==================== block 1
[src/rtl/mult_share_pkg.sv]
// mult_share_pkg: shared types, defaults and round-robin pick for mult_share_arbiter
package mult_share_pkg;
  localparam int DEF_WIDTH = 8;
  localparam int DEF_N_REQ = 4;
  typedef enum logic [1:0] {ST_IDLE = 2'd0, ST_CALC = 2'd1, ST_RESP = 2'd2} state_t;
  typedef struct packed {
    logic       found;
    logic [2:0] idx;
  } pick_t;
  // Searches ptr, ptr+1, ... mod n; the descending loop lets the nearest hit win.
  function automatic pick_t rr_pick(input logic [7:0] vld, input int ptr, input int n);
    pick_t r;
    int j;
    r = '0;
    for (int i = 7; i >= 0; i--) begin
      if (i < n) begin
        j = ptr + i;
        if (j >= n) j = j - n;
        if (vld[j]) r = '{found: 1'b1, idx: 3'(j)};
      end
    end
    return r;
  endfunction
endpackage

[src/rtl/mult_share_arbiter_mult_core_signed.sv]
// mult_core_signed: combinational WIDTH x WIDTH two's-complement multiplier
module mult_core_signed #(
  parameter int WIDTH = 8
) (
  input  logic [WIDTH-1:0]   a,
  input  logic [WIDTH-1:0]   b,
  output logic [2*WIDTH-1:0] p
);
  assign p = {{WIDTH{a[WIDTH-1]}}, a} * {{WIDTH{b[WIDTH-1]}}, b};
endmodule

[src/rtl/mult_share_arbiter.sv]
// mult_share_arbiter: round-robin sharing of one signed multiplier among N_REQ requesters
module mult_share_arbiter
  import mult_share_pkg::*;
#(
  parameter int N_REQ = DEF_N_REQ,
  parameter int WIDTH = DEF_WIDTH,
  parameter int ID_W  = 2
) (
  input  logic                   clk,
  input  logic                   rst_n,
  input  logic [N_REQ-1:0]       req_valid,
  output logic [N_REQ-1:0]       req_ready,
  input  logic [N_REQ*WIDTH-1:0] req_a,
  input  logic [N_REQ*WIDTH-1:0] req_b,
  output logic                   rsp_valid,
  input  logic                   rsp_ready,
  output logic [ID_W-1:0]        rsp_id,
  output logic [2*WIDTH-1:0]     rsp_product,
  output logic                   busy
);
  state_t state, state_nx;
  logic [ID_W-1:0] rr_ptr, op_id, win_id;
  logic [WIDTH-1:0] op_a, op_b;
  logic [2*WIDTH-1:0] product;
  pick_t pick;
  logic grant;
  assign pick   = rr_pick(8'(req_valid), int'(rr_ptr), N_REQ);
  assign win_id = ID_W'(pick.idx);
  assign grant  = rst_n && pick.found && (state == ST_IDLE || (state == ST_RESP && rsp_ready));
  assign busy   = state != ST_IDLE;
  always_comb begin
    req_ready = grant ? N_REQ'(1) << win_id : '0;
    state_nx = state;
    case (state)
      ST_IDLE: state_nx = pick.found ? ST_CALC : ST_IDLE;
      ST_CALC: state_nx = ST_RESP;
      ST_RESP: state_nx = rsp_ready ? (pick.found ? ST_CALC : ST_IDLE) : ST_RESP;
      default: state_nx = ST_IDLE;
    endcase
  end
  mult_core_signed #(.WIDTH(WIDTH)) u_core (
    .a(op_a),
    .b(op_b),
    .p(product)
  );
  always_ff @(posedge clk or negedge rst_n) begin
    if (!rst_n) begin
      state       <= ST_IDLE;
      rr_ptr      <= '0;
      op_a        <= '0;
      op_b        <= '0;
      op_id       <= '0;
      rsp_valid   <= 1'b0;
      rsp_id      <= '0;
      rsp_product <= '0;
    end else begin
      state <= state_nx;
      if (grant) begin
        op_a   <= req_a[win_id*WIDTH +: WIDTH];
        op_b   <= req_b[win_id*WIDTH +: WIDTH];
        op_id  <= win_id;
        rr_ptr <= (win_id == ID_W'(N_REQ - 1)) ? '0 : win_id + 1'b1;
      end
      if (state == ST_CALC) begin
        rsp_product <= product;
        rsp_id      <= op_id;
        rsp_valid   <= 1'b1;
      end else if (state == ST_RESP && rsp_ready) begin
        rsp_valid <= 1'b0;
      end
    end
  end
endmodule

[config.mk]
export PLATFORM = sky130hd
export DESIGN_NAME = mult_share_arbiter
export DESIGN_NICKNAME = d
export VERILOG_FILES = /design/src/rtl/mult_share_pkg.sv /design/src/rtl/mult_share_arbiter_mult_core_signed.sv /design/src/rtl/mult_share_arbiter.sv
export SDC_FILE = /design/constraint.sdc
export NUM_CORES = 1
export LEC_CHECK = 0
export CAP_MARGIN = 20
export CORE_MARGIN = 1
export CORE_UTILIZATION = 35
export DETAILED_ROUTE_END_ITERATION = 16
export SLEW_MARGIN = 20
export SYNTH_ARGS = -nofsm -noshare
export SYNTH_HDL_FRONTEND = slang
export SYNTH_SLANG_ARGS = --single-unit
[constraint.sdc]
create_clock -name clk -period 5.7 [get_ports clk]
set_input_delay 0.57 -clock clk [delete_from_list [all_inputs] [get_ports clk]]
set_output_delay 0.57 -clock clk [all_outputs]
set_load 0.02 [all_outputs]
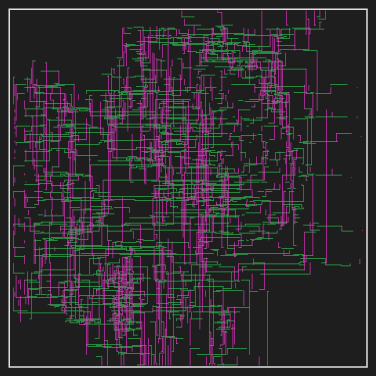
(block_1/wires.png)
Scale: 3 px per um. Two of the layers only.
metal 1: in green, wire length 4770 um. metal 2: in magenta, wire length 5280 um.
Avg WL per Cell: 13.9 um
via count: 3684
routed wire length: 10600 um

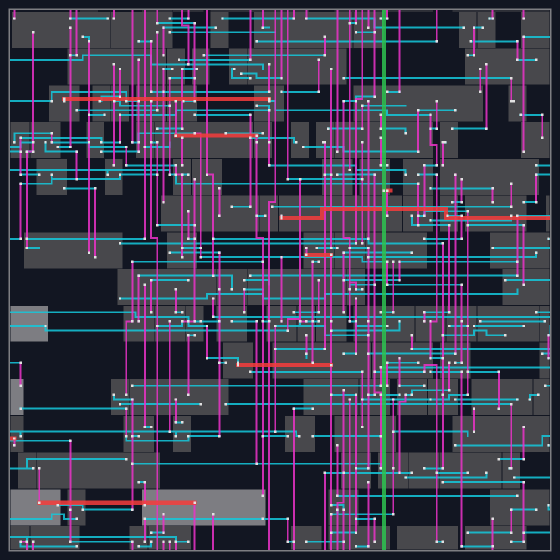
(block_1/detail.png)
Region (39, 39) to (79, 79) um. Cells in grey, sequential cells in the stronger grey; small squares are vias.
metal 1: in cyan. metal 4: in green. metal 3: in red. metal 2: in magenta.
Most frequent: and2_1 (36), inv_1 (16), fa_1 (16). Netlist names of flops here include op_b (1). Sequential cells in the window: 1. 105 logic cells have their middle in the window.

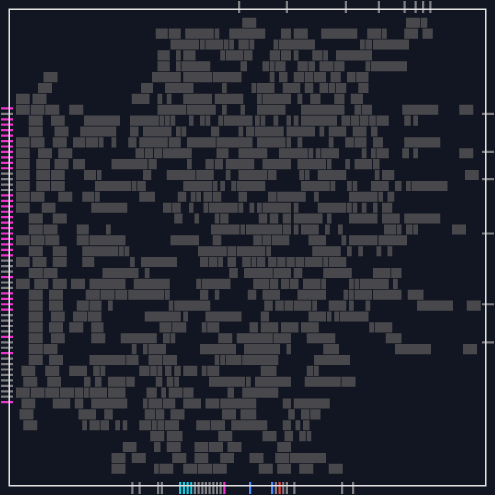
(block_1/io_placement.png)
Scale: 4 px per um. Pins as bars across the die edge, other pins in grey.
rsp_id: in blue, pins 2, direction output, edge bottom. rsp_ready: in red, pins 1, direction input, edge bottom. req_a: in magenta, pins 32, direction input, edge 31 left, 1 bottom. req_valid: in cyan, pins 4, direction input, edge bottom.
port bufs: 94
Die Ht: 119 um
width of the chip: 119 um

==> results.ini <==
[outcome]
status=finished, final reports clean

[worst_setup_path]
end_kind=output pin
regToRegStartpoint=op_a[3]$_DFFE_PN0P_
worstPathRequired_ps=5130
critPathLaunchType=flop
r2r_cells=15
critPathLaunch=rr_ptr[0]$_DFFE_PN0P_
r2r_slack_ps=1030

[final_layout]
drive_above_1_share_pct=4.25
final_area_um2=6030
layout_top_cells=clkdlybuf4s50_1, inv_1, fa_1
n_all_inverters=91
n_clock_buffer=6
utilization_pct=45.4
final_nets=749

[synthesis]
ys_cells=496
syn_nets=658
top_cell=inv_1
mux_share_pct=10.1
top_area_share_pct=23.1
edf_count=0
yosys_area_um2=4770
xor_area_share_pct=2.20
syn_inst=496

[sta]
slew_headroom_pct=29.6
fin_crit_sh_pct=83.4
tns_ps=0
fin_ws_ps=947
tightest_slew_ps=1060

[cts]
clk_path_buf_depth=2
cts_tree=built
cts_setup_buffers=0
cts_buffers=5

[floorplanning]
core-area_um2=13300

[global_route]
grt_pass1_wl_um=18600
grt_max_degree=49

[detailed_routing]
avgViaCountPerCell=4.82
wl_met1_um=4770

[run]
maxCapViolCount=0

[through the flow]
| stage | cells |
|---|---|
| 3_3_place_gp | 756 |
| 6_report | 764 |
| 5_1_grt | 764 |
| 4_1_cts | 764 |
| 3_5_place_dp | 756 |
| 2_1_floorplan | 496 |
[state kept, by name, indices dropped and copies added, names as in the netlist]
register     count
rsp_id           2
op_a             8
rsp_product     16
rsp_valid        1
rr_ptr           2
op_b             8
op_id            2
state            2
[worst max-delay path, cell delays in order, from the launching register on]
cell,delay [ps]
dfrtp_1,610
inv_1,90
ha_1,400
mux2i_1,250
nor2_1,80
a21o_1,220
nor3_1,190
o31a_2,880
inv_1,210
ha_1,270
and3_1,150
clkdlybuf4s50_1,530

==================== block 2
--- config.mk ---
export PLATFORM = sky130hd
export DESIGN_NAME = cic_comp_fir
export DESIGN_NICKNAME = d
export VERILOG_FILES = /design/src/rtl/cic_comp_pkg.sv /design/src/rtl/cic_comp_fir_round_sat.sv /design/src/rtl/cic_comp_fir.sv
export SDC_FILE = /design/constraint.sdc
export NUM_CORES = 1
export LEC_CHECK = 0
export CORE_ASPECT_RATIO = 1.1
export CORE_MARGIN = 2
export CORE_UTILIZATION = 50
export CTS_CLUSTER_SIZE = 16
export DETAILED_ROUTE_END_ITERATION = 12
export HOLD_SLACK_MARGIN = 0.05
export PLACE_DENSITY = 0.66
export SLEW_MARGIN = 40
export SYNTH_ARGS = -nofsm -noshare
export SYNTH_HDL_FRONTEND = slang
export SYNTH_SLANG_ARGS = --single-unit
--- constraint.sdc ---
create_clock -name i_clock -period 19.7 [get_ports i_clock]
set_clock_uncertainty 0.05 [all_clocks]
set_input_delay 3.94 -clock i_clock [delete_from_list [all_inputs] [get_ports i_clock]]
set_output_delay 3.94 -clock i_clock [all_outputs]
set_load 0.05 [all_outputs]
--- src/rtl/cic_comp_pkg.sv ---
// Shared constants, coefficient table and FSM state type for the CIC compensation FIR.
package cic_comp_pkg;

  localparam int unsigned NUM_TAPS   = 16;
  localparam int unsigned COEF_WIDTH = 16;

  // Q1.15 inverse-sinc compensation taps; symmetric, DC gain ~1.52.
  localparam logic signed [COEF_WIDTH-1:0] COEF [NUM_TAPS] = '{
    -16'sd101,  16'sd221,  -16'sd480,  16'sd900,
    -16'sd1600, 16'sd3000,  16'sd9000, 16'sd14000,
     16'sd14000, 16'sd9000, 16'sd3000, -16'sd1600,
     16'sd900,  -16'sd480,  16'sd221,  -16'sd101
  };

  typedef enum logic [1:0] {
    IDLE,
    MAC,
    ROUND
  } state_t;

endpackage

--- src/rtl/cic_comp_fir_round_sat.sv ---
// Round-half-up by 2^(SHIFT-1), arithmetic right shift, saturate to OUT_W signed.
module round_sat #(
  parameter int unsigned IN_W  = 36,
  parameter int unsigned OUT_W = 16,
  parameter int unsigned SHIFT = 15
) (
  input  logic signed [IN_W-1:0]  i_data,
  output logic signed [OUT_W-1:0] o_data
);

  localparam int unsigned EXT_W = IN_W + 1;

  localparam logic signed [EXT_W-1:0] BIAS =
    {{(EXT_W-SHIFT){1'b0}}, 1'b1, {(SHIFT-1){1'b0}}};
  localparam logic signed [EXT_W-1:0] MAXV =
    {{(EXT_W-OUT_W+1){1'b0}}, {(OUT_W-1){1'b1}}};
  localparam logic signed [EXT_W-1:0] MINV =
    {{(EXT_W-OUT_W+1){1'b1}}, {(OUT_W-1){1'b0}}};

  logic signed [EXT_W-1:0] w_ext;
  logic signed [EXT_W-1:0] w_biased;
  logic signed [EXT_W-1:0] w_shifted;

  // Extend by one bit so the rounding bias can never wrap, then clamp.
  always_comb begin
    w_ext     = {i_data[IN_W-1], i_data};
    w_biased  = w_ext + BIAS;
    w_shifted = w_biased >>> SHIFT;
    if (w_shifted > MAXV) begin
      o_data = MAXV[OUT_W-1:0];
    end else if (w_shifted < MINV) begin
      o_data = MINV[OUT_W-1:0];
    end else begin
      o_data = w_shifted[OUT_W-1:0];
    end
  end

endmodule

--- src/rtl/cic_comp_fir.sv ---
// 16-tap serial-MAC compensation FIR following a CIC decimator, optional 2x decimation.
module cic_comp_fir
  import cic_comp_pkg::*;
#(
  parameter int unsigned WIDTH = 16,
  parameter int unsigned DECIM = 1
) (
  input  logic                    i_clock,
  input  logic                    i_reset,
  input  logic signed [WIDTH-1:0] i_in_data,
  input  logic                    i_in_valid,
  output logic signed [WIDTH-1:0] o_out_data,
  output logic                    o_out_valid,
  output logic                    o_overrun
);

  localparam int unsigned PROD_W = WIDTH + COEF_WIDTH;
  localparam int unsigned ACC_W  = WIDTH + COEF_WIDTH + 4;
  localparam int unsigned K_W    = $clog2(NUM_TAPS) + 1;

  state_t                   r_state;
  logic signed [WIDTH-1:0]  r_delay [NUM_TAPS];
  logic [K_W-1:0]           r_k;
  logic                     r_phase;
  logic signed [PROD_W-1:0] r_prod;
  logic signed [ACC_W-1:0]  r_acc;
  logic signed [WIDTH-1:0]  r_out_data;
  logic                     r_out_valid;
  logic                     r_overrun;

  logic [K_W-2:0]           w_tap;
  logic signed [PROD_W-1:0] w_prod;
  logic                     w_phase_wrap;
  logic                     w_accept;
  logic                     w_start;
  logic signed [WIDTH-1:0]  w_rounded;

  assign w_tap        = r_k[K_W-2:0];
  assign w_prod       = r_delay[w_tap] * COEF[w_tap];
  assign w_phase_wrap = (DECIM == 1) || r_phase;
  assign w_accept     = i_in_valid && (r_state == IDLE);
  assign w_start      = w_accept && w_phase_wrap;

  round_sat #(
    .IN_W  (ACC_W),
    .OUT_W (WIDTH),
    .SHIFT (COEF_WIDTH - 1)
  ) u_round_sat (
    .i_data (r_acc),
    .o_data (w_rounded)
  );

  // Sample intake, delay line, phase counter and the IDLE/MAC/ROUND sequencer.
  // The product is registered, so MAC runs one extra cycle (k=16) to drain the
  // last product into the accumulator before ROUND.
  always_ff @(posedge i_clock or posedge i_reset) begin
    if (i_reset) begin
      r_state     <= IDLE;
      for (int unsigned k = 0; k < NUM_TAPS; k++) begin
        r_delay[k] <= '0;
      end
      r_k         <= '0;
      r_phase     <= 1'b0;
      r_prod      <= '0;
      r_acc       <= '0;
      r_out_data  <= '0;
      r_out_valid <= 1'b0;
      r_overrun   <= 1'b0;
    end else begin
      r_out_valid <= 1'b0;

      if (w_accept) begin
        for (int unsigned k = NUM_TAPS - 1; k > 0; k--) begin
          r_delay[k] <= r_delay[k-1];
        end
        r_delay[0] <= i_in_data;
        r_phase    <= w_phase_wrap ? 1'b0 : 1'b1;
      end else if (i_in_valid) begin
        r_overrun <= 1'b1;
      end

      unique case (r_state)
        IDLE: begin
          if (w_start) begin
            r_state <= MAC;
            r_acc   <= '0;
            r_k     <= '0;
          end
        end
        MAC: begin
          if (r_k != K_W'(NUM_TAPS)) begin
            r_prod <= w_prod;
          end
          if (r_k != '0) begin
            r_acc <= r_acc + ACC_W'(r_prod);
          end
          if (r_k == K_W'(NUM_TAPS)) begin
            r_state <= ROUND;
          end else begin
            r_k <= r_k + 1'b1;
          end
        end
        ROUND: begin
          r_out_data  <= w_rounded;
          r_out_valid <= 1'b1;
          r_state     <= IDLE;
        end
        default: r_state <= IDLE;
      endcase
    end
  end

  assign o_out_data  = r_out_data;
  assign o_out_valid = r_out_valid;
  assign o_overrun   = r_overrun;

endmodule

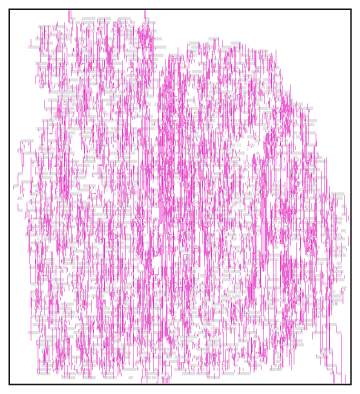
(block_2/layer_met2.png)
Scale: 1.5 px per um.
2687 nets have wire on it. The wires run mostly vertical. The layer carries 30.4 mm of wire.
grt met2 use: 38.5%
via count: 19900
routed wire length: 61000 um

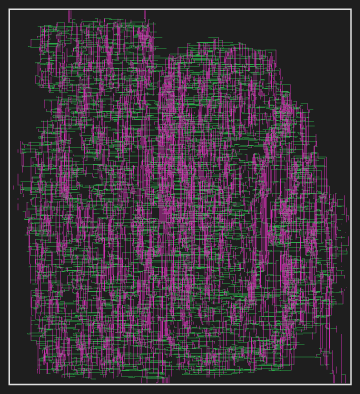
(block_2/wires.png)
Scale: 1.5 px per um. Two of the layers only.
metal 2: in magenta, wire length 30.4 mm. metal 1: in green, wire length 25.9 mm.
Avg WL per Cell: 16.4 um
Total Routing Usage GR: 22.6%

==> synth_stat cells, types with 4 or more instances <==
cell type and number:
nor3b_1 4, clkbuf_1 111, buf_2 15, xor2_1 41, and2_1 29, a31o_2 4, mux2_2 14, or2_2 5
and3_1 9, fa_1 264, o21ai_0 81, a211oi_1 7, ha_1 124, o31ai_1 8, dfrtp_1 349, a21o_1 26
o31a_1 5, a21oi_1 57, nor3_1 11, o211ai_1 11, o211ai_2 9, mux4_2 73, inv_1 336, nand2b_1 24
nand2_1 971, buf_1 12, nand4_1 5, o21ai_1 20, nor2_1 127, nand3_1 51, mux2i_1 9, nor2b_1 43
o21a_1 26, o22ai_1 4, a31oi_1 13, o21bai_1 7, xnor2_1 42
==> layout make-up <==
type / count / area [um^2]
clock inverter: 16 / 185
inverter: 337 / 1280
clock buffer: 54 / 1100
multi-input combinational: 2167 / 16800
timing repair buffer: 63 / 661
fill: 4726 / 24100
tap: 728 / 911
sequential: 349 / 8740
==> cell families after synthesis <==
group,after synthesis,share of synthesized area [%]
xor+xnor,83,2.66
buf+inv,477,6.65
flops,349,32.0
simple gates,1290,19.3
mux,96,6.92
compound gates,310,7.46
fa+ha+maj,388,25.0
==> results.ini <==
[synthesis]
synth_seq_share_pct=32.0
yosys_area_um2=27300
flop_cell=dfrtp_1
ys_ff=349

[sta]
hold_viol_final=0
slew_viol_final=0
slew_headroom_pct=41.6
final-setup-viol-count=0

[global_route]
grt_pass1_wl_um=104000

[placed_design]
dpl_worst_slack_ps=10730

[final_layout]
final_layout_top_logic_cell=nand2_1
instances_no_fill=3714
largest_reg_flops=256
final_area_um2=29700

[worst_setup_path]
worst-path-buf-inv=5
r2r_slack_ps=10720
rr_endpoint=r_prod[29]$_DFFE_PP0P_
critPathLaunch=r_k[2]$_DFFE_PP0P_

[run]
tool_warnings=41

[outcome]
status=finished, final reports clean

[detailed_routing]
wl_met1_um=25900

[floorplanning]
fp_util_pct=50.8

[cts]
cts_buffers=40

[min_path]
holdCritStartpoint=o_overrun$_DFFE_PP0P_



==> layout pictures side by side <==
Cell outlines without signal wires.
shot_01.png
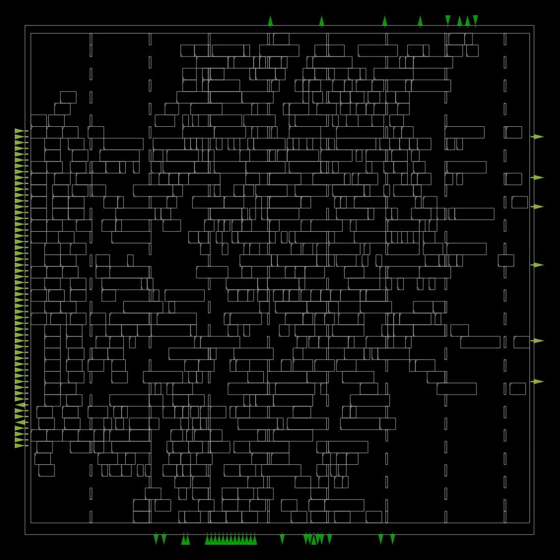
shot_02.png
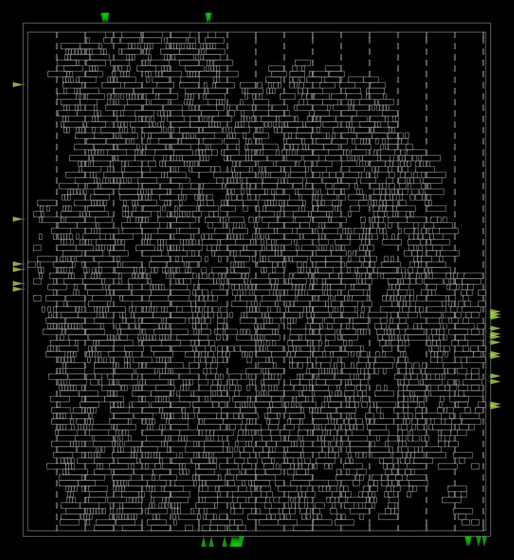
shot_02.png comes from block 2.
shot_01.png comes from block 1.
Of these, most sequential cells: shot_02.png

